==================== block 1
[src/rtl/lock_range_sweep_pkg.sv]
// rtl/lock_range_sweep_pkg.sv - shared FSM states and error/magnitude widths for the lock-range sweep
package lock_range_sweep_pkg;

    typedef enum logic [2:0] {
        IDLE    = 3'd0,
        SETTLE  = 3'd1,
        MEASURE = 3'd2,
        STEP    = 3'd3,
        DONE    = 3'd4
    } sweep_state_t;

    localparam int ERR_WIDTH = 8;
    localparam int MAG_WIDTH = 9;

endpackage

[src/rtl/lock_window_check.sv]
// rtl/lock_window_check.sv - |error| window compare with sticky fail flag; peak tracker under LOCK_RANGE_SWEEP_PEAK_EN
module lock_window_check
    import lock_range_sweep_pkg::*;
#(
    parameter int ERR_WINDOW = 4
) (
    input  logic                 clk,
    input  logic                 reset,
    input  logic                 clear,
    input  logic                 sample,
    input  logic [ERR_WIDTH-1:0] error,
`ifdef LOCK_RANGE_SWEEP_PEAK_EN
    input  logic                 commit,
    output logic [MAG_WIDTH-1:0] peak,
`endif
    output logic                 fail
);

    logic [MAG_WIDTH-1:0] ext;
    logic [MAG_WIDTH-1:0] mag;

    // Sign-extend to 9 bits first so that -128 maps to +128 instead of overflowing.
    always_comb begin
        ext = {error[ERR_WIDTH-1], error};
        mag = ext[MAG_WIDTH-1] ? (~ext + MAG_WIDTH'(1)) : ext;
    end

    always_ff @(posedge clk) begin
        if (reset || clear) begin
            fail <= 1'b0;
        end else if (sample && (mag > MAG_WIDTH'(ERR_WINDOW))) begin
            fail <= 1'b1;
        end
    end

`ifdef LOCK_RANGE_SWEEP_PEAK_EN
    logic [MAG_WIDTH-1:0] run_max;

    // commit and clear coincide in STEP, so peak captures run_max before it is wiped.
    always_ff @(posedge clk) begin
        if (reset || clear) begin
            run_max <= '0;
        end else if (sample && (mag > run_max)) begin
            run_max <= mag;
        end
        if (reset) begin
            peak <= '0;
        end else if (commit) begin
            peak <= run_max;
        end
    end
`endif

endmodule

[src/rtl/lock_range_sweep.sv]
// rtl/lock_range_sweep.sv - ADPLL lock-range sweep FSM; optional peak_err_o with LOCK_RANGE_SWEEP_PEAK_EN
module lock_range_sweep
    import lock_range_sweep_pkg::*;
#(
    parameter int WIDTH          = 12,
    parameter int SETTLE_SAMPLES = 256,
    parameter int DWELL_SAMPLES  = 64,
    parameter int ERR_WINDOW     = 4
) (
    input  logic                 fpga_clk_i,
    input  logic                 reset_i,
    input  logic                 start_i,
    input  logic [WIDTH-1:0]     k_start_i,
    input  logic [WIDTH-1:0]     k_stop_i,
    input  logic                 sample_i,
    input  logic [ERR_WIDTH-1:0] error_i,
    output logic [WIDTH-1:0]     k_val_o,
    output logic                 busy_o,
    output logic                 done_o,
    output logic                 step_lock_o,
    output logic                 found_o,
    output logic [WIDTH-1:0]     k_min_o,
`ifdef LOCK_RANGE_SWEEP_PEAK_EN
    output logic [MAG_WIDTH-1:0] peak_err_o,
`endif
    output logic [WIDTH-1:0]     k_max_o
);

    localparam int SCW = $clog2(SETTLE_SAMPLES + 1);
    localparam int DCW = $clog2(DWELL_SAMPLES + 1);

    sweep_state_t   state;
    logic [SCW-1:0] settle_cnt;
    logic [DCW-1:0] dwell_cnt;
    logic [WIDTH-1:0] k_stop;
    logic           start_ok;
    logic           win_clear;
    logic           win_sample;
    logic           win_fail;

    always_comb begin
        start_ok   = start_i && ((state == IDLE) || (state == DONE));
        win_clear  = start_ok || (state == STEP);
        win_sample = sample_i && (state == MEASURE);
    end

    lock_window_check #(
        .ERR_WINDOW (ERR_WINDOW)
    ) u_window (
        .clk    (fpga_clk_i),
        .reset  (reset_i),
        .clear  (win_clear),
        .sample (win_sample),
        .error  (error_i),
`ifdef LOCK_RANGE_SWEEP_PEAK_EN
        .commit (state == STEP),
        .peak   (peak_err_o),
`endif
        .fail   (win_fail)
    );

    always_ff @(posedge fpga_clk_i) begin
        if (reset_i) begin
            state       <= IDLE;
            settle_cnt  <= '0;
            dwell_cnt   <= '0;
            k_stop      <= '0;
            k_val_o     <= '0;
            k_min_o     <= '0;
            k_max_o     <= '0;
            busy_o      <= 1'b0;
            done_o      <= 1'b0;
            step_lock_o <= 1'b0;
            found_o     <= 1'b0;
        end else begin
            case (state)
                IDLE, DONE: begin
                    if (start_i) begin
                        k_val_o     <= k_start_i;
                        k_stop      <= k_stop_i;
                        found_o     <= 1'b0;
                        step_lock_o <= 1'b0;
                        settle_cnt  <= '0;
                        dwell_cnt   <= '0;
                        if (k_stop_i < k_start_i) begin
                            state  <= DONE;
                            busy_o <= 1'b0;
                            done_o <= 1'b1;
                        end else begin
                            state  <= SETTLE;
                            busy_o <= 1'b1;
                            done_o <= 1'b0;
                        end
                    end
                end
                SETTLE: begin
                    if (sample_i) begin
                        if (settle_cnt == SCW'(SETTLE_SAMPLES - 1)) begin
                            state <= MEASURE;
                        end else begin
                            settle_cnt <= settle_cnt + SCW'(1);
                        end
                    end
                end
                MEASURE: begin
                    if (sample_i) begin
                        if (dwell_cnt == DCW'(DWELL_SAMPLES - 1)) begin
                            state <= STEP;
                        end else begin
                            dwell_cnt <= dwell_cnt + DCW'(1);
                        end
                    end
                end
                STEP: begin
                    step_lock_o <= ~win_fail;
                    if (!win_fail) begin
                        k_max_o <= k_val_o;
                        if (!found_o) begin
                            k_min_o <= k_val_o;
                            found_o <= 1'b1;
                        end
                    end
                    // Compare before incrementing so k_stop at the top code never wraps.
                    if (k_val_o == k_stop) begin
                        state  <= DONE;
                        busy_o <= 1'b0;
                        done_o <= 1'b1;
                    end else begin
                        k_val_o    <= k_val_o + WIDTH'(1);
                        settle_cnt <= '0;
                        dwell_cnt  <= '0;
                        state      <= SETTLE;
                    end
                end
                default: begin
                    state  <= IDLE;
                    busy_o <= 1'b0;
                    done_o <= 1'b0;
                end
            endcase
        end
    end

endmodule

[config.mk]
export PLATFORM = sky130hd
export DESIGN_NAME = lock_range_sweep
export DESIGN_NICKNAME = d
export VERILOG_FILES = /design/src/rtl/lock_range_sweep_pkg.sv /design/src/rtl/lock_window_check.sv /design/src/rtl/lock_range_sweep.sv
export SDC_FILE = /design/constraint.sdc
export NUM_CORES = 1
export LEC_CHECK = 0
export CAP_MARGIN = 20
export CORE_MARGIN = 3
export CORE_UTILIZATION = 47
export DETAILED_ROUTE_END_ITERATION = 16
export PLACE_DENSITY = 0.73
export SLEW_MARGIN = 40
export SYNTH_ARGS = -nofsm -noshare
export SYNTH_HDL_FRONTEND = slang
export SYNTH_HIERARCHICAL = 1
export SYNTH_SLANG_ARGS = --single-unit
export TNS_END_PERCENT = 5
[constraint.sdc]
create_clock -name fpga_clk_i -period 2.7 [get_ports fpga_clk_i]
set_input_delay 0.54 -clock fpga_clk_i [delete_from_list [all_inputs] [get_ports fpga_clk_i]]
set_output_delay 0.54 -clock fpga_clk_i [all_outputs]
set_load 0.02 [all_outputs]
### PDN straps and rails, block 1

Scale: 4 px per um. Pins as bars on the die edge. Tap cells in gray.
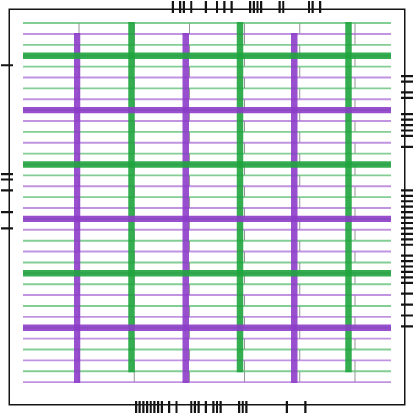
legend:
  purple:
    net: VSS
  green:
    net: VDD
signal pins: 76
rows: 33
met1 rails: 34

### M2 wires, block 1

Scale: 3 px per um.
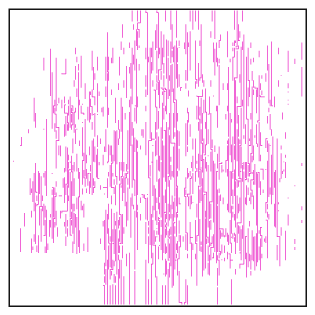
longest straight run: 39.8 um
main direction: vertical
share of all routed wire: 50%

### M3 wires, block 1

Scale: 3 px per um.
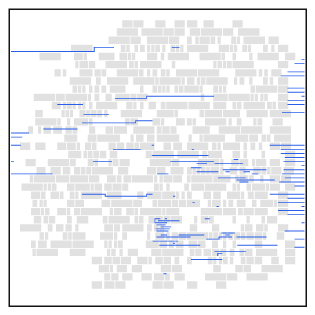
nets with wire on the layer: 72
share of all routed wire: 5.4%

==> run notes <==
Figures from the implementation reports.

- The flow ran to the end, and the final reports show no timing, DRC or antenna violations.
- The via count of the first global-routing pass came to 3644.
- The power in sequential cells reads 1.16 mW.
- The type of element capturing the critical path is a flip-flop.
- The design has 72 sequential cells.
- The combinational cell power reads 0.535 mW.
- OpenSTA, run right after detailed placement, puts the worst setup slack at 0.266 ns.
- The TritonCTS clock tree reads yes.
- In the layout the commonest cells are 99 x sky130_fd_sc_hd__nand2_1, 74 x sky130_fd_sc_hd__clkdlybuf4s50_1, 72 x sky130_fd_sc_hd__dfxtp_1.
- The relative max-transition margin is 0.507.
- The total number of cells along the worst setup path reads 9.
- Per the synthesis report, the number of distinct cell types is 61.
- For this design the total switching power over the nets is 0.816 mW.
- The power per standard cell area is 497 mW/mm^2.
- The combinational cell fraction of total power is 0.214.
- The overall power consumption is 2.50 mW.

==================== block 2
<file path="config.mk">
export PLATFORM = sky130hd
export DESIGN_NAME = hazard_ctrl
export DESIGN_NICKNAME = d
export VERILOG_FILES = /design/src/rtl/hazard_ctrl.sv
export SDC_FILE = /design/constraint.sdc
export NUM_CORES = 1
export LEC_CHECK = 0
export ABC_AREA = 1
export ABC_CLOCK_PERIOD_IN_PS = 1800
export CAP_MARGIN = 20
export CORE_UTILIZATION = 43
export CTS_CLUSTER_SIZE = 10
export DETAILED_ROUTE_END_ITERATION = 6
export GPL_TIMING_DRIVEN = 0
export PLACE_DENSITY = 0.78
export SKIP_CTS_REPAIR_TIMING = 1
export SLEW_MARGIN = 20
export SYNTH_ARGS = -nofsm -noshare
export SYNTH_HDL_FRONTEND = slang
export SYNTH_SLANG_ARGS = --single-unit
</file>
<file path="constraint.sdc">
create_clock -name Clk -period 1.8 [get_ports Clk]
set_clock_uncertainty 0.1 [all_clocks]
set_input_delay 0.36 -clock Clk [delete_from_list [all_inputs] [get_ports Clk]]
set_output_delay 0.36 -clock Clk [all_outputs]
set_load 0.05 [all_outputs]
</file>
<file path="src/rtl/hazard_ctrl.sv">
// hazard_ctrl: load-use / branch-operand hazard detection, mult/div busy stall and stall counting for the ID stage.
module hazard_ctrl #(
    parameter int MD_LATENCY = 32,
    parameter int STALL_W    = 16
) (
    input  logic               Clk,
    input  logic               Reset,
    input  logic [4:0]         IDRs,
    input  logic [4:0]         IDRt,
    input  logic               IDUseRs,
    input  logic               IDUseRt,
    input  logic               IDBranch,
    input  logic               BranchTaken,
    input  logic [1:0]         jump,
    input  logic               IDMDStart,
    input  logic               IDMDUse,
    input  logic               EXRegWrite,
    input  logic               EXMemRead,
    input  logic [4:0]         EXRd,
    input  logic               MEMMemRead,
    input  logic [4:0]         MEMRd,
    output logic               enableIFIDReg,
    output logic               enablePC,
    output logic               bubbleIDEX,
    output logic               PCsrc,
    output logic               MDBusy,
    output logic [STALL_W-1:0] StallCount
);
    typedef enum logic {RUN, MDBUSY} state_t;
    localparam logic [5:0] MD_LOAD = 6'(MD_LATENCY - 1);
    state_t             r_state, w_next;
    logic [5:0]         r_md_cnt, w_md_cnt_next;
    logic [STALL_W-1:0] r_stall_cnt;
    logic               w_jr, w_br_rs, w_br_rt, w_load_use, w_br_ex, w_br_mem, w_md_stall, w_stall;
    assign w_jr    = jump == 2'd3;
    // jr reads only Rs, so a pending Rt write never holds it back
    assign w_br_rs = (IDBranch && IDUseRs) || w_jr;
    assign w_br_rt = IDBranch && IDUseRt;
    assign w_load_use = EXMemRead && EXRd != 5'd0 &&
                        ((IDUseRs && EXRd == IDRs) || (IDUseRt && EXRd == IDRt));
    assign w_br_ex  = EXRegWrite && EXRd != 5'd0 &&
                      ((w_br_rs && EXRd == IDRs) || (w_br_rt && EXRd == IDRt));
    assign w_br_mem = MEMMemRead && MEMRd != 5'd0 &&
                      ((w_br_rs && MEMRd == IDRs) || (w_br_rt && MEMRd == IDRt));
    assign w_md_stall = r_state == MDBUSY && IDMDUse;
    assign w_stall    = w_load_use || w_br_ex || w_br_mem || w_md_stall;
    assign enableIFIDReg = Reset || !w_stall;
    assign enablePC      = Reset || !w_stall;
    assign bubbleIDEX    = !Reset && w_stall;
    assign PCsrc         = !Reset && !w_stall && ((IDBranch && BranchTaken) || w_jr);
    assign MDBusy        = !Reset && r_state == MDBUSY;
    assign StallCount    = r_stall_cnt;
    always_comb begin
        w_next        = r_state;
        w_md_cnt_next = r_md_cnt;
        if (r_state == RUN) begin
            if (IDMDStart && !w_stall) begin
                w_next        = MDBUSY;
                w_md_cnt_next = MD_LOAD;
            end
        end else if (r_md_cnt == 6'd0) begin
            w_next = RUN;
        end else begin
            w_md_cnt_next = r_md_cnt - 6'd1;
        end
    end
    always_ff @(posedge Clk) begin
        if (Reset) begin
            r_state     <= RUN;
            r_md_cnt    <= 6'd0;
            r_stall_cnt <= '0;
        end else begin
            r_state  <= w_next;
            r_md_cnt <= w_md_cnt_next;
            if (w_stall && r_stall_cnt != '1)
                r_stall_cnt <= r_stall_cnt + 1'b1;
        end
    end
endmodule

</file>
### PDN straps and rails, block 2

Scale: 6 px per um. Pins as bars on the die edge. Tap cells in gray.
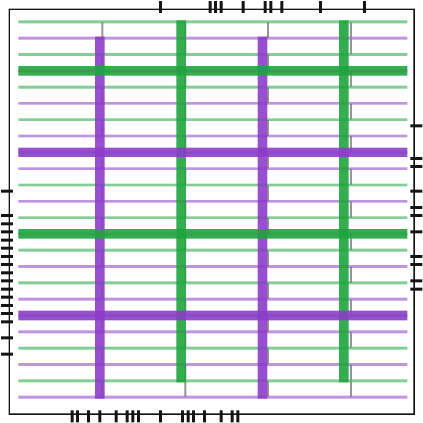
legend:
  green:
    net: VDD
  purple:
    net: VSS
signal pins: 54
rows: 23
met1 rails: 24
tap cells: 50
met4 straps: 4

### Signal wires by layer, block 2

Scale: 6 px per um.
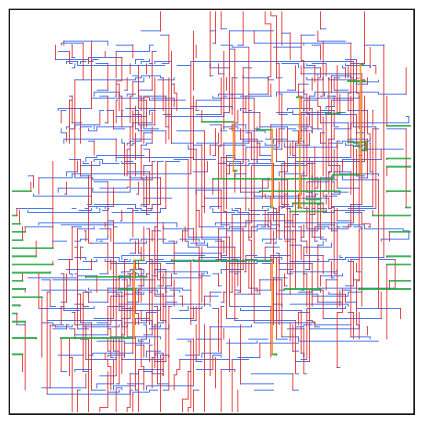
legend:
  blue:
    layer: metal 1
    wire_length: 2230 um
  orange:
    layer: metal 4
    wire_length: 86.4 um
  red:
    layer: metal 2
    wire_length: 2700 um
  green:
    layer: metal 3
    wire_length: 219 um

==> run notes <==
Figures from the implementation reports.

- The global-route congestion overflow total is 0.
- The clock insertion delay at the later pin of the skew report reads 0.27 ns.
- The cell leakage power reads 1.61 nW.
- The achievable clock frequency is 480 MHz.
- The stage-log warning count reads 28.
- The checks that failed: setup timing.
- The net total in the final layout is 415.
- The share of cell area taken by multi-input logic gates is 0.449.
- The average footprint of a synthesized cell is 6.00 um^2.
- The commonest cells after synthesis are 99 x sky130_fd_sc_hd__nand2_1, 40 x sky130_fd_sc_hd__inv_1, 35 x sky130_fd_sc_hd__nor2_1.
- The flow ran to the end, but the final reports show violations.
- The global routing report lists met1 layer usage as 0.246.
- The setup-violating endpoint count in the final report reads 5.
- The highest-delay cell along the critical path is sky130_fd_sc_hd__xnor2_1.
- The most popular library cell in the synthesized design by count reads sky130_fd_sc_hd__nand2_1.
- The non-clock buffer count in the final layout reads 77.
- Per the detailed-route log, wirelength across all metal layers totals 5240 um.
- With fillers left out, the area of the finished cells amounts to 0.00291 mm^2.
- The overall track demand over capacity in global routing reads 0.219.
- The routed wirelength on the met1 layer is recorded as 2230 um.
- The combinational cell power reads 0.602 mW.
- The critical path is of the in -> out type.
- TritonRoute reported its final design rule violation total as 0.
- The multi-input combinational cell count reads 230.
- The XOR/XNOR share of the synthesized area reads 0.0957.
- In the routed layout, each cell is associated on average with a via count of 5.03.
- The register with the most flip-flops in the layout has 16 of them.
- The net switching fraction of the power is 0.356.
- The worst path setup slack after routing is -0.285 ns.
- In this run, synthesis inferred 0 flip-flops with an integrated enable.
- The number of nets in the synthesized netlist is 340.
- For this block, the via count after detailed routing is 2159.
- Looking at the reg2reg group, the worst path ends at StallCount[5]$_SDFFE_PP0P_.
- The number of antenna violations at the first check in global routing is 0.

==================== block 3
$ cat config.mk
export PLATFORM = sky130hd
export DESIGN_NAME = traffic_light_sequencer
export DESIGN_NICKNAME = d
export VERILOG_FILES = /design/src/rtl/traffic_light_pkg.sv /design/src/rtl/traffic_light_sequencer_prescaler.sv /design/src/rtl/traffic_light_sequencer.sv
export SDC_FILE = /design/constraint.sdc
export NUM_CORES = 1
export LEC_CHECK = 0
export ABC_CLOCK_PERIOD_IN_PS = 2400
export CAP_MARGIN = 20
export CELL_PAD_IN_SITES_DETAIL_PLACEMENT = 0
export CELL_PAD_IN_SITES_GLOBAL_PLACEMENT = 1
export CORE_MARGIN = 2
export CORE_UTILIZATION = 48
export CTS_BUF_LIST = sky130_fd_sc_hd__clkbuf_4
export DETAILED_ROUTE_END_ITERATION = 8
export PLACE_DENSITY_LB_ADDON = 0.1
export SETUP_SLACK_MARGIN = 0.02
export SLEW_MARGIN = 5
export SYNTH_ARGS = -nofsm -noshare
export SYNTH_HDL_FRONTEND = slang
export SYNTH_SLANG_ARGS = --single-unit
$ cat constraint.sdc
create_clock -name clk -period 2.4 [get_ports clk]
set_input_delay 0.48 -clock clk [delete_from_list [all_inputs] [get_ports clk]]
set_output_delay 0.48 -clock clk [all_outputs]
set_load 0.02 [all_outputs]
$ cat src/rtl/traffic_light_pkg.sv
// Shared types, opcodes, lamp encodings and default durations
// for the traffic light sequencer.
package traffic_light_pkg;

    typedef enum logic [2:0] {
        ALLRED_A  = 3'd0,
        NS_GREEN  = 3'd1,
        NS_YELLOW = 3'd2,
        ALLRED_B  = 3'd3,
        EW_GREEN  = 3'd4,
        EW_YELLOW = 3'd5,
        FLASH     = 3'd6
    } state_t;

    localparam logic [2:0] OP_NSG   = 3'b000;
    localparam logic [2:0] OP_EWG   = 3'b001;
    localparam logic [2:0] OP_YEL   = 3'b010;
    localparam logic [2:0] OP_ARD   = 3'b011;
    localparam logic [2:0] OP_FLON  = 3'b100;
    localparam logic [2:0] OP_FLOFF = 3'b101;
    localparam logic [2:0] OP_PED   = 3'b110;
    localparam logic [2:0] OP_BAD   = 3'b111;

    localparam logic [2:0] L_RED = 3'b100;
    localparam logic [2:0] L_YEL = 3'b010;
    localparam logic [2:0] L_GRN = 3'b001;
    localparam logic [2:0] L_OFF = 3'b000;

    localparam logic [4:0] DEF_NS_GREEN = 5'd10;
    localparam logic [4:0] DEF_EW_GREEN = 5'd10;
    localparam logic [4:0] DEF_YELLOW   = 5'd3;
    localparam logic [4:0] DEF_ALLRED   = 5'd2;

    function automatic state_t seq_next(input state_t st);
        state_t nx;
        case (st)
            ALLRED_A:  nx = NS_GREEN;
            NS_GREEN:  nx = NS_YELLOW;
            NS_YELLOW: nx = ALLRED_B;
            ALLRED_B:  nx = EW_GREEN;
            EW_GREEN:  nx = EW_YELLOW;
            default:   nx = ALLRED_A;
        endcase
        return nx;
    endfunction

    function automatic logic [2:0] ns_lamp(input state_t st, input logic flash_on);
        logic [2:0] l;
        case (st)
            NS_GREEN:  l = L_GRN;
            NS_YELLOW: l = L_YEL;
            FLASH:     l = flash_on ? L_YEL : L_OFF;
            default:   l = L_RED;
        endcase
        return l;
    endfunction

    function automatic logic [2:0] ew_lamp(input state_t st, input logic flash_on);
        logic [2:0] l;
        case (st)
            EW_GREEN:  l = L_GRN;
            EW_YELLOW: l = L_YEL;
            FLASH:     l = flash_on ? L_YEL : L_OFF;
            default:   l = L_RED;
        endcase
        return l;
    endfunction

endpackage

$ cat src/rtl/traffic_light_sequencer_prescaler.sv
// Phase tick generator: one-cycle tick every TICK_CYCLES clocks,
// realigned to zero whenever the sequencer enters a new state.
module tick_prescaler #(
    parameter int TICK_CYCLES = 12_000_000
) (
    input  logic clk,
    input  logic rst,
    input  logic restart,
    output logic tick
);

    localparam int W = (TICK_CYCLES > 1) ? $clog2(TICK_CYCLES) : 1;
    localparam logic [W-1:0] LAST = W'(TICK_CYCLES - 1);

    logic [W-1:0] cnt;

    assign tick = (cnt == LAST);

    always_ff @(posedge clk or posedge rst) begin
        if (rst) begin
            cnt <= '0;
        end else if (restart || tick) begin
            cnt <= '0;
        end else begin
            cnt <= cnt + 1'b1;
        end
    end

endmodule

$ cat src/rtl/traffic_light_sequencer.sv
// NS/EW phase sequencer configured by UART command bytes:
// command decoder, duration registers, phase FSM and phase counter.
module traffic_light_sequencer #(
    parameter int CLK_HZ      = 12_000_000,
    parameter int TICK_CYCLES = 12_000_000,
    parameter int PED_MIN     = 3
) (
    input  logic       clk,
    input  logic       rst,
    input  logic [7:0] rx_data,
    input  logic       rx_valid,
    input  logic       rx_error,
    output logic [2:0] ns_light,
    output logic [2:0] ew_light,
    output logic [2:0] phase,
    output logic       cmd_ack,
    output logic       led_error
);

    import traffic_light_pkg::*;

    localparam logic [4:0] PED_REM = 5'(PED_MIN);

    // CLK_HZ only documents the clock the tick rate was chosen for.
    if (CLK_HZ < TICK_CYCLES) begin : g_subsecond_tick
    end

    logic [2:0] opcode;
    logic [4:0] value;
    logic       cmd_valid;
    logic       is_dur;
    logic       rejected;
    logic       accepted;

    state_t     state_q;
    state_t     state_d;
    state_t     seq_state;
    logic [4:0] rem_q;
    logic [4:0] rem_d;
    logic [4:0] seq_dur;
    logic       flash_on_q;
    logic       flash_on_d;
    logic       tick;
    logic       restart;
    logic       ped_hit;
    logic       in_green;

    logic [4:0] ns_green_q;
    logic [4:0] ew_green_q;
    logic [4:0] yellow_q;
    logic [4:0] allred_q;

    assign opcode    = rx_data[7:5];
    assign value     = rx_data[4:0];
    assign cmd_valid = rx_valid & ~rx_error;

    assign is_dur = (opcode == OP_NSG) | (opcode == OP_EWG) |
                    (opcode == OP_YEL) | (opcode == OP_ARD);

    assign rejected = cmd_valid & ((opcode == OP_BAD) |
                                   (is_dur & (value == 5'd0)));
    assign accepted = cmd_valid & ~rejected;

    assign in_green = (state_q == NS_GREEN) | (state_q == EW_GREEN);
    assign ped_hit  = accepted & (opcode == OP_PED) & in_green &
                      (rem_q > PED_REM);

    tick_prescaler #(
        .TICK_CYCLES(TICK_CYCLES)
    ) u_prescaler (
        .clk    (clk),
        .rst    (rst),
        .restart(restart),
        .tick   (tick)
    );

    assign seq_state = seq_next(state_q);

    always_comb begin
        seq_dur = allred_q;
        case (seq_state)
            NS_GREEN:             seq_dur = ns_green_q;
            EW_GREEN:             seq_dur = ew_green_q;
            NS_YELLOW, EW_YELLOW: seq_dur = yellow_q;
            default:              seq_dur = allred_q;
        endcase
    end

    // Commands override the timed sequence; FLASH beats a same-cycle transition.
    always_comb begin
        state_d    = state_q;
        rem_d      = rem_q;
        flash_on_d = flash_on_q;

        if (state_q == FLASH) begin
            if (tick) begin
                flash_on_d = ~flash_on_q;
            end
        end else if (tick) begin
            if (rem_q <= 5'd1) begin
                state_d = seq_state;
                rem_d   = seq_dur;
            end else begin
                rem_d = rem_q - 5'd1;
            end
        end

        if (ped_hit) begin
            rem_d = PED_REM;
        end

        if (accepted && opcode == OP_FLON && state_q != FLASH) begin
            state_d    = FLASH;
            flash_on_d = 1'b1;
        end else if (accepted && opcode == OP_FLOFF && state_q == FLASH) begin
            state_d    = ALLRED_A;
            rem_d      = allred_q;
            flash_on_d = 1'b0;
        end
    end

    assign restart = (state_d != state_q);

    always_ff @(posedge clk or posedge rst) begin
        if (rst) begin
            state_q    <= ALLRED_A;
            rem_q      <= DEF_ALLRED;
            flash_on_q <= 1'b0;
        end else begin
            state_q    <= state_d;
            rem_q      <= rem_d;
            flash_on_q <= flash_on_d;
        end
    end

    always_ff @(posedge clk or posedge rst) begin
        if (rst) begin
            ns_green_q <= DEF_NS_GREEN;
            ew_green_q <= DEF_EW_GREEN;
            yellow_q   <= DEF_YELLOW;
            allred_q   <= DEF_ALLRED;
        end else if (accepted) begin
            case (opcode)
                OP_NSG:  ns_green_q <= value;
                OP_EWG:  ew_green_q <= value;
                OP_YEL:  yellow_q   <= value;
                OP_ARD:  allred_q   <= value;
                default: ;
            endcase
        end
    end

    always_ff @(posedge clk or posedge rst) begin
        if (rst) begin
            cmd_ack   <= 1'b0;
            led_error <= 1'b0;
        end else begin
            cmd_ack <= accepted;
            if (rx_error || rejected) begin
                led_error <= 1'b1;
            end else if (accepted && opcode == OP_FLOFF) begin
                led_error <= 1'b0;
            end
        end
    end

    // Lamps are decoded from the next state so they flip with the state.
    always_ff @(posedge clk or posedge rst) begin
        if (rst) begin
            phase    <= 3'(ALLRED_A);
            ns_light <= L_RED;
            ew_light <= L_RED;
        end else begin
            phase    <= 3'(state_d);
            ns_light <= ns_lamp(state_d, flash_on_d);
            ew_light <= ew_lamp(state_d, flash_on_d);
        end
    end

endmodule

### PDN straps and rails, block 3

Scale: 4 px per um. Pins as bars on the die edge. Tap cells in gray.
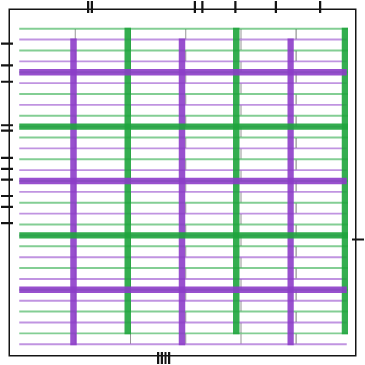
legend:
  green:
    net: VDD
  purple:
    net: VSS
met4 straps: 6
signal pins: 23
met1 rails: 30
rows: 29

### M3 wires, block 3

Scale: 3 px per um.
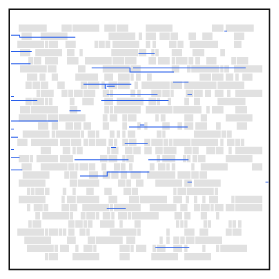
main direction: horizontal
longest straight run: 37.3 um
nets with wire on the layer: 23
share of all routed wire: 4.0%
wire length on this layer: 311 um

==> run notes <==
Figures from the implementation reports.

- The routed length on met3 is 310 um.
- The number of cells in Yosys stat is 334.
- The combinational cell power is 0.669 mW.
- The aggregate routed wire length is 7740 um.
- Before any placement, the netlist area is recorded as 0.00325 mm^2.
- The XOR/XNOR share of the synthesized area is 0.0647.
- The highest cell delay on the worst timing path reads 0.54 ns.
- The floorplan die area reads 0.00744 mm^2.
- Routing resource usage on met2 recorded by global route was 0.335.
- The area fraction in compound gates reads 0.117.
- The first-pass GRT wire length is 13000 um.
- The max-cap violation count reads 0.
- The average wire per cell in the routed design reads 16.3 um.
- Setup repair after global routing could not meet its margin everywhere.
- The wire length the detailed router placed on met1 is 3840 um.
- The core utilization at floorplan is 0.503.
- The run finished with clean final reports.
- The chip width reads 86.3 um.
- The topmost layer with routed signal wires reads met4.
- In this run, power in flip-flops and latches comes to 1.38 mW.
- In the final design database the tool counted 410 nets.
- Per the GRT congestion report, total overflow comes to 0.
- The area fraction of the largest cell type after synthesis is 0.393.
- The final-layout clock-cell area share is 0.0324.
- Broken down by cell family, the worst path's largest delay share belongs to simple AND/OR/NAND/NOR gates.
- sky130_fd_sc_hd__dfrtp_1 is the most common cell in the netlist.
- The number of warnings reported in the stage logs is 29.
- For this run, the chip area from Yosys synthesis comes to 0.00325 mm^2.
- The yosys warning tally reads 0.
- The TritonCTS clock tree reads yes.
- Per the gpl log, the routability congestion estimate is 0.812.
- The number of clock buffers in the layout is 10.
- The report puts the cell count of the worst reg-to-reg path at 6.
- The critical-path maximum fanout is 7.
- The data arrival time reported for the critical path is 2.68 ns.
- The number of nets in the synthesized netlist is 350.
- The number of placed instances with taps included reads 454.
- The combinational cell fraction of total power reads 0.243.
- The worst path setup slack after routing reads 0.0558 ns.
- The estimated wirelength of the detail-placed design reads 5320 um.
- The number of buffers on the longest clock path is 2.
### The clock network, block 3

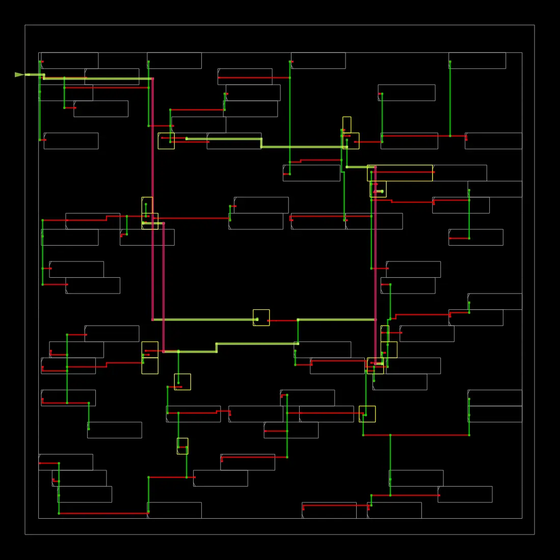
total CTS buffers: 9
clock distribution power: 0.706 mW


==================== block 4
`src/rtl/uart_tx_periph.sv`:
```
// Memory-mapped 8N1 UART transmitter: CPU stores feed a small byte FIFO that is
// serialised LSB first on tx; a status word is readable with one-cycle latency.
module uart_tx_periph #(
  parameter logic [9:0] ADDR_DATA       = 10'h3F0,
  parameter logic [9:0] ADDR_STATUS     = 10'h3F4,
  parameter int         CLKS_PER_BIT    = 104,
  parameter int         FIFO_DEPTH_LOG2 = 2
) (
  input  logic        clk,
  input  logic        rst,
  input  logic [9:0]  address,
  input  logic [31:0] data,
  input  logic [3:0]  width,
  input  logic        write,
  output logic [31:0] rdata,
  output logic        tx,
  output logic        busy
);

  localparam int DEPTH  = 1 << FIFO_DEPTH_LOG2;
  localparam int CNT_W  = FIFO_DEPTH_LOG2 + 1;
  localparam int BAUD_W = (CLKS_PER_BIT > 1) ? $clog2(CLKS_PER_BIT) : 1;
  localparam logic [BAUD_W-1:0] BAUD_LAST = BAUD_W'(CLKS_PER_BIT - 1);
  localparam logic [CNT_W-1:0]  CNT_FULL  = CNT_W'(DEPTH);

  typedef enum logic [1:0] {IDLE, START, DATA, STOP} state_t;

  function automatic logic [31:0] pack_status(input logic [CNT_W-1:0] cnt,
                                              input logic ovf,
                                              input logic full,
                                              input logic bsy);
    logic [3:0] cnt4;
    cnt4 = 4'(cnt);
    return {24'd0, cnt4, 1'b0, ovf, full, bsy};
  endfunction

  // FIFO state
  logic [7:0]                 r_mem [DEPTH];
  logic [FIFO_DEPTH_LOG2-1:0] r_wr_ptr;
  logic [FIFO_DEPTH_LOG2-1:0] r_rd_ptr;
  logic [CNT_W-1:0]           r_count;
  logic                       r_ovf;

  // Serialiser state
  state_t            r_state;
  logic [BAUD_W-1:0] r_baud;
  logic [2:0]        r_idx;
  logic [7:0]        r_shift;
  logic              r_tx;
  logic [31:0]       r_rdata;

  logic w_push_req, w_full, w_empty, w_pop, w_push;
  logic w_ovf_set, w_ovf_clr, w_busy, w_baud_done;
  logic [7:0] w_head;

  state_t            w_state_nxt;
  logic [BAUD_W-1:0] w_baud_nxt;
  logic [2:0]        w_idx_nxt;
  logic [7:0]        w_shift_nxt;
  logic              w_tx_nxt;

  // Upper store lanes carry nothing this peripheral consumes.
  logic w_unused;
  assign w_unused = &{1'b0, data[31:8], width[3:1]};

  assign w_push_req  = write && (address == ADDR_DATA) && width[0];
  assign w_ovf_clr   = write && (address == ADDR_STATUS) && width[0] && data[2];
  assign w_full      = (r_count == CNT_FULL);
  assign w_empty     = (r_count == '0);
  assign w_pop       = (r_state == IDLE) && !w_empty;
  // A pop on the same edge frees a slot, so a push into a full FIFO is still accepted.
  assign w_push      = w_push_req && (!w_full || w_pop);
  assign w_ovf_set   = w_push_req && w_full && !w_pop;
  assign w_busy      = (r_state != IDLE) || !w_empty;
  assign w_baud_done = (r_baud == BAUD_LAST);
  assign w_head      = r_mem[r_rd_ptr];

  always_ff @(posedge clk or posedge rst) begin
    if (rst) begin
      r_wr_ptr <= '0;
      r_rd_ptr <= '0;
      r_count  <= '0;
      r_ovf    <= 1'b0;
    end else begin
      if (w_push) r_wr_ptr <= r_wr_ptr + 1'b1;
      if (w_pop)  r_rd_ptr <= r_rd_ptr + 1'b1;
      case ({w_push, w_pop})
        2'b10:   r_count <= r_count + 1'b1;
        2'b01:   r_count <= r_count - 1'b1;
        default: r_count <= r_count;
      endcase
      if (w_ovf_set)      r_ovf <= 1'b1;
      else if (w_ovf_clr) r_ovf <= 1'b0;
    end
  end

  always_ff @(posedge clk) begin
    if (w_push) r_mem[r_wr_ptr] <= data[7:0];
  end

  always_comb begin
    w_state_nxt = r_state;
    w_baud_nxt  = r_baud;
    w_idx_nxt   = r_idx;
    w_shift_nxt = r_shift;
    unique case (r_state)
      IDLE: begin
        if (!w_empty) begin
          w_state_nxt = START;
          w_baud_nxt  = '0;
          w_shift_nxt = w_head;
        end
      end
      START: begin
        if (w_baud_done) begin
          w_state_nxt = DATA;
          w_baud_nxt  = '0;
          w_idx_nxt   = 3'd0;
        end else begin
          w_baud_nxt = r_baud + 1'b1;
        end
      end
      DATA: begin
        if (w_baud_done) begin
          w_baud_nxt = '0;
          if (r_idx == 3'd7) begin
            w_state_nxt = STOP;
          end else begin
            w_idx_nxt   = r_idx + 1'b1;
            w_shift_nxt = {1'b0, r_shift[7:1]};
          end
        end else begin
          w_baud_nxt = r_baud + 1'b1;
        end
      end
      STOP: begin
        if (w_baud_done) begin
          w_state_nxt = IDLE;
          w_baud_nxt  = '0;
        end else begin
          w_baud_nxt = r_baud + 1'b1;
        end
      end
      default: w_state_nxt = IDLE;
    endcase

    // tx is decoded from the next state so the pin register lines up with the state register.
    unique case (w_state_nxt)
      START:   w_tx_nxt = 1'b0;
      DATA:    w_tx_nxt = w_shift_nxt[0];
      default: w_tx_nxt = 1'b1;
    endcase
  end

  always_ff @(posedge clk or posedge rst) begin
    if (rst) begin
      r_state <= IDLE;
      r_baud  <= '0;
      r_idx   <= 3'd0;
      r_tx    <= 1'b1;
      r_rdata <= '0;
    end else begin
      r_state <= w_state_nxt;
      r_baud  <= w_baud_nxt;
      r_idx   <= w_idx_nxt;
      r_tx    <= w_tx_nxt;
      r_rdata <= (address == ADDR_STATUS) ? pack_status(r_count, r_ovf, w_full, w_busy) : '0;
    end
  end

  always_ff @(posedge clk) begin
    r_shift <= w_shift_nxt;
  end

  assign tx    = r_tx;
  assign busy  = w_busy;
  assign rdata = r_rdata;

endmodule
```
`config.mk`:
```
export PLATFORM = sky130hd
export DESIGN_NAME = uart_tx_periph
export DESIGN_NICKNAME = d
export VERILOG_FILES = /design/src/rtl/uart_tx_periph.sv
export SDC_FILE = /design/constraint.sdc
export NUM_CORES = 1
export LEC_CHECK = 0
export CORE_MARGIN = 2
export CORE_UTILIZATION = 47
export DETAILED_ROUTE_END_ITERATION = 12
export PLACE_DENSITY_LB_ADDON = 0.1
export SLEW_MARGIN = 0
export SYNTH_ARGS = -nofsm -noshare
export SYNTH_HDL_FRONTEND = slang
export SYNTH_SLANG_ARGS = --single-unit
```
`constraint.sdc`:
```
create_clock -name clk -period 3 [get_ports clk]
set_clock_uncertainty 0.15 [all_clocks]
set_input_delay 0.45 -clock clk [delete_from_list [all_inputs] [get_ports clk]]
set_output_delay 0.45 -clock clk [all_outputs]
set_load 0.02 [all_outputs]
```
### M2 wires, block 4

Scale: 3 px per um.
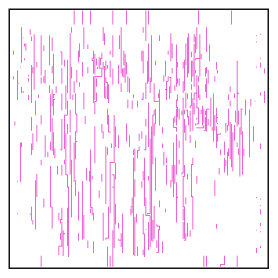
share of all routed wire: 47%
nets with wire on the layer: 261

==> run notes <==
Figures from the implementation reports.

- The topmost layer with routed signal wires reads met4.
- The fill cell instance count of the final layout reads 533.
- The quantity of hold-fixing buffers added after cts is 0.
- The number of library cell types mapped by synthesis reads 55.
- The routing usage on met3 is 0.0462.
- The share of total power dissipated in sequential elements is 0.492.
- The final-layout clock-cell area share is 0.0482.
- All stages included, the depth of the critical timing path comes to 10.
- The script parses the final routing iteration and logs DRC violations as 6.
- The final reports fail on DRC.
- OpenROAD emitted warnings numbering 56.
- The script logs the ratio of routed vias to standard cells as 5.13.
- The count of instances resized after the clock tree is built is 0.
- The setup path with the least slack is of type reg -> reg.
- The clock share of power is 0.275.
- For this block, the routed nets add up to 5000 um of wire.
- Leaving out fill and tap cells, the most frequent cells in the layout are 39 x sky130_fd_sc_hd__edfxtp_1, 29 x sky130_fd_sc_hd__clkdlybuf4s50_1, 26 x sky130_fd_sc_hd__conb_1, 26 x sky130_fd_sc_hd__dfrtp_1, 13 x sky130_fd_sc_hd__inv_1.
- The final antenna diode tally reported by the flow is 0.
- The number of flip-flops and latches reads 67.
- The overall power consumption is 2.53 mW.
- Per the OpenROAD power report, switching power amounts to 0.753 mW.
- The flow ran to the end, but the final reports show violations.
- The synthesized design spends more area on one cell type than any other, namely sky130_fd_sc_hd__edfxtp_1.

==================== block 5
### The clock network, block 5

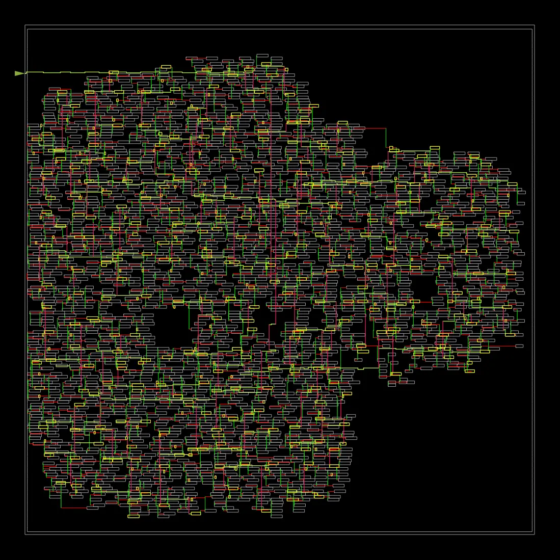
### PDN straps and rails, block 5

Pins as bars on the die edge. Tap cells in gray.
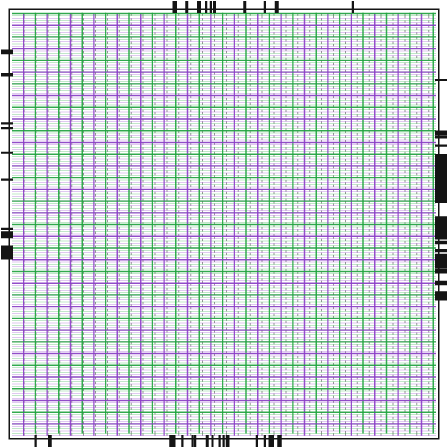
[src/rtl/fetch_icache.sv]
// Direct-mapped instruction cache for the fetch stage. Misses refill the
// whole line from word 0, one word request outstanding at a time.
module fetch_icache #(
  parameter int unsigned LINES = 16,
  parameter int unsigned WORDS = 4
) (
  input  logic        clk,
  input  logic        reset,
  input  logic        req_valid,
  input  logic [31:0] req_address,
  output logic        req_ready,
  output logic        resp_valid,
  output logic [31:0] resp_data,
  output logic [31:0] resp_address,
  input  logic        resp_ready,
  input  logic        invalidate,
  output logic        mem_req_valid,
  output logic [31:0] mem_req_address,
  input  logic        mem_req_ready,
  input  logic        mem_resp_valid,
  input  logic [31:0] mem_resp_data
);

  localparam int unsigned OFF_W = $clog2(WORDS);
  localparam int unsigned IDX_W = $clog2(LINES);
  localparam int unsigned TAG_W = 30 - OFF_W - IDX_W;

  typedef enum logic [2:0] {IDLE, LOOKUP, MEM_REQ, MEM_WAIT, RESP} state_t;

  state_t            state_q;
  logic [31:0]       addr_q;
  logic [31:0]       resp_data_q;
  logic [OFF_W-1:0]  cnt_q;
  logic [LINES-1:0]  valid_q;
  logic              inv_seen_q;

  logic [TAG_W-1:0]  tag_mem  [LINES];
  logic [31:0]       data_mem [LINES*WORDS];

  logic [OFF_W-1:0]  off;
  logic [IDX_W-1:0]  idx;
  logic [TAG_W-1:0]  tag;
  logic              hit;
  logic              last_word;
  logic              refill_beat;

  assign off         = addr_q[2 +: OFF_W];
  assign idx         = addr_q[2 + OFF_W +: IDX_W];
  assign tag         = addr_q[31 -: TAG_W];
  assign hit         = valid_q[idx] && (tag_mem[idx] == tag);
  assign last_word   = (cnt_q == OFF_W'(WORDS - 1));
  assign refill_beat = (state_q == MEM_WAIT) && mem_resp_valid;

  assign req_ready       = (state_q == IDLE);
  assign resp_valid      = (state_q == RESP);
  assign resp_data       = resp_data_q;
  assign resp_address    = addr_q;
  assign mem_req_valid   = (state_q == MEM_REQ);
  assign mem_req_address = {addr_q[31:2+OFF_W], cnt_q, 2'b00};

  // Control FSM, valid bits and response register.
  always_ff @(posedge clk) begin
    if (reset) begin
      state_q     <= IDLE;
      addr_q      <= '0;
      resp_data_q <= '0;
      cnt_q       <= '0;
      valid_q     <= '0;
      inv_seen_q  <= 1'b0;
    end else begin
      case (state_q)
        IDLE: begin
          if (req_valid) begin
            addr_q  <= req_address;
            state_q <= LOOKUP;
          end
        end
        LOOKUP: begin
          if (hit) begin
            resp_data_q <= data_mem[{idx, off}];
            state_q     <= RESP;
          end else begin
            cnt_q      <= '0;
            inv_seen_q <= 1'b0;
            state_q    <= MEM_REQ;
          end
        end
        MEM_REQ: begin
          if (invalidate) inv_seen_q <= 1'b1;
          if (mem_req_ready) state_q <= MEM_WAIT;
        end
        MEM_WAIT: begin
          if (invalidate) inv_seen_q <= 1'b1;
          if (mem_resp_valid) begin
            if (cnt_q == off) resp_data_q <= mem_resp_data;
            cnt_q <= cnt_q + 1'b1;
            if (last_word) begin
              // A fence.i seen anywhere in this refill keeps the line invalid.
              if (!inv_seen_q && !invalidate) valid_q[idx] <= 1'b1;
              state_q <= RESP;
            end else begin
              state_q <= MEM_REQ;
            end
          end
        end
        RESP: begin
          if (resp_ready) state_q <= IDLE;
        end
        default: state_q <= IDLE;
      endcase
      // Invalidate overrides any valid-bit set made above in the same cycle.
      if (invalidate) valid_q <= '0;
    end
  end

  // Data and tag arrays: written during refill, no reset needed.
  always_ff @(posedge clk) begin
    if (!reset && refill_beat) begin
      data_mem[{idx, cnt_q}] <= mem_resp_data;
      if (last_word) tag_mem[idx] <= tag;
    end
  end

endmodule

[config.mk]
export PLATFORM = sky130hd
export DESIGN_NAME = fetch_icache
export DESIGN_NICKNAME = d
export VERILOG_FILES = /design/src/rtl/fetch_icache.sv
export SDC_FILE = /design/constraint.sdc
export NUM_CORES = 2
export LEC_CHECK = 0
export ABC_CLOCK_PERIOD_IN_PS = 4600
export CAP_MARGIN = 40
export CORE_MARGIN = 2
export CORE_UTILIZATION = 40
export DETAILED_ROUTE_END_ITERATION = 10
export MAX_ROUTING_LAYER = met4
export PLACE_DENSITY = 0.62
export SKIP_CTS_REPAIR_TIMING = 1
export SYNTH_ARGS = -nofsm -noshare
export SYNTH_HDL_FRONTEND = slang
export SYNTH_SLANG_ARGS = --single-unit
[constraint.sdc]
create_clock -name clk -period 4.6 [get_ports clk]
set_input_delay 1.38 -clock clk [delete_from_list [all_inputs] [get_ports clk]]
set_output_delay 1.38 -clock clk [all_outputs]
set_load 0.01 [all_outputs]
==> run notes <==
Figures from the implementation reports.

- The count of buffers inserted at the top-level ports is 167.
- The fraction of post-synthesis cell area in the top cell type by area is 0.753.
- The first routing iteration left 5633 violations.
- The combinational cell fraction of total power is 0.064.
- The number of storage elements in the synthesis netlist reads 2524.
- The cell type contributing the most total cell area after synthesis is sky130_fd_sc_hd__edfxtp_1.
- The internal portion of the total power is 38.6 mW.
- The maximum number of pins on one net before global-route repair is 71.
- The count of library flops with an enable pin reads 2432.
- The routing usage on met3 reads 0.0299.
- Per STA, the worst path accumulates the most delay in the family simple AND/OR/NAND/NOR gates.
- In this run the count of I/O pins placed on the die edge is 170.
- The run finished with clean final reports.
- Multi-input combinational cells in the finished layout were counted as 1469.
- The pin slew with the least headroom to its limit is 0.919 ns.
- The share of cell area taken by multi-input logic gates reads 0.189.
- After synthesis, the share of flip-flops with an asynchronous set or reset is 0.
- The setup-violating endpoint count in the final report reads 0.
- The share of the Yosys chip area taken by registers is 0.772.
- The main area contributors are sky130_fd_sc_hd__edfxtp_1 75%, sky130_fd_sc_hd__mux4_2 17%, sky130_fd_sc_hd__dfxtp_1 1.9%, sky130_fd_sc_hd__mux2i_1 0.75%, sky130_fd_sc_hd__clkbuf_1 0.69%.
- Signal nets in the final route climb as high as met4.
- Across every metal layer, demand over resource in global routing totals 0.209.
- The routed design has 251000 um of wire.
- The reg-to-reg setup timing slack is 0.30 ns.
- The cell-mix breakdown from Yosys lists the XOR/XNOR area share as 0.00217.
- The average wire per cell in the routed design reads 30.8 um.
- Between the synthesized netlist and the finished layout, the area growth was recorded as 17.1%.
- The fraction of cell area in sequential cells is reported as 0.659.
- The post-route cell area reads 0.114 mm^2.
- The non-clock buffer count in the final layout is 478.
- The cell-mix breakdown from Yosys lists the adder-cell area share as 0.000129.
- The wire length the detailed router placed on met1 is 101000 um.
- The share of power burned in registers reads 0.516.
- The largest power group is registers.
- The register area is 0.0749 mm^2.
- The final non-filler cell total is 8134.
- The final number of max-transition violations is 0.
- The time the worst path needs with I/O delays and setup reads 4.30 ns.
About 'The clock network' of block 5:
total CTS buffers: 274
# clk buffers: 353
Sinks on Clock Net: 2524
count of flip-flops and latches: 2524

About 'PDN straps and rails' of block 5:
legend:
  purple:
    net: VSS
  green:
    net: VDD
rows: 180
tap cells: 3185
signal pins: 170
met5 straps: 36



==> gallery <==
M2 wires.
image #1
Scale: 3 px per um.
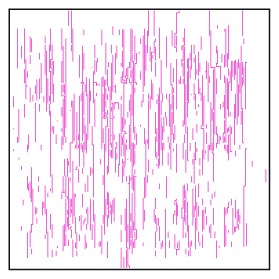
image #2
Scale: 4 px per um.
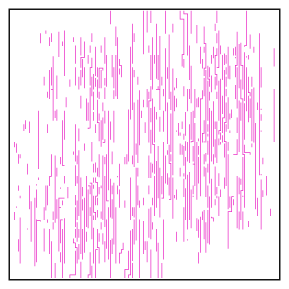
image #3
Scale: 1 px per um.
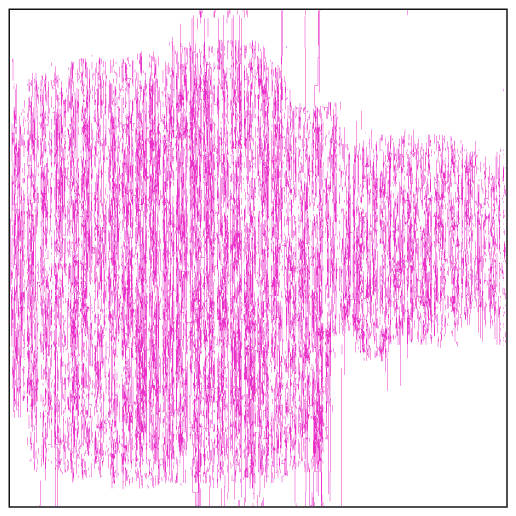
- smallest die: image #2
block 5 -> image #3
block 3 -> image #1
block 2 -> image #2

Key to image #1:
main direction: vertical
nets with wire on the layer: 337

Power figures rest on the tool's default switching activity, not on a simulated workload.
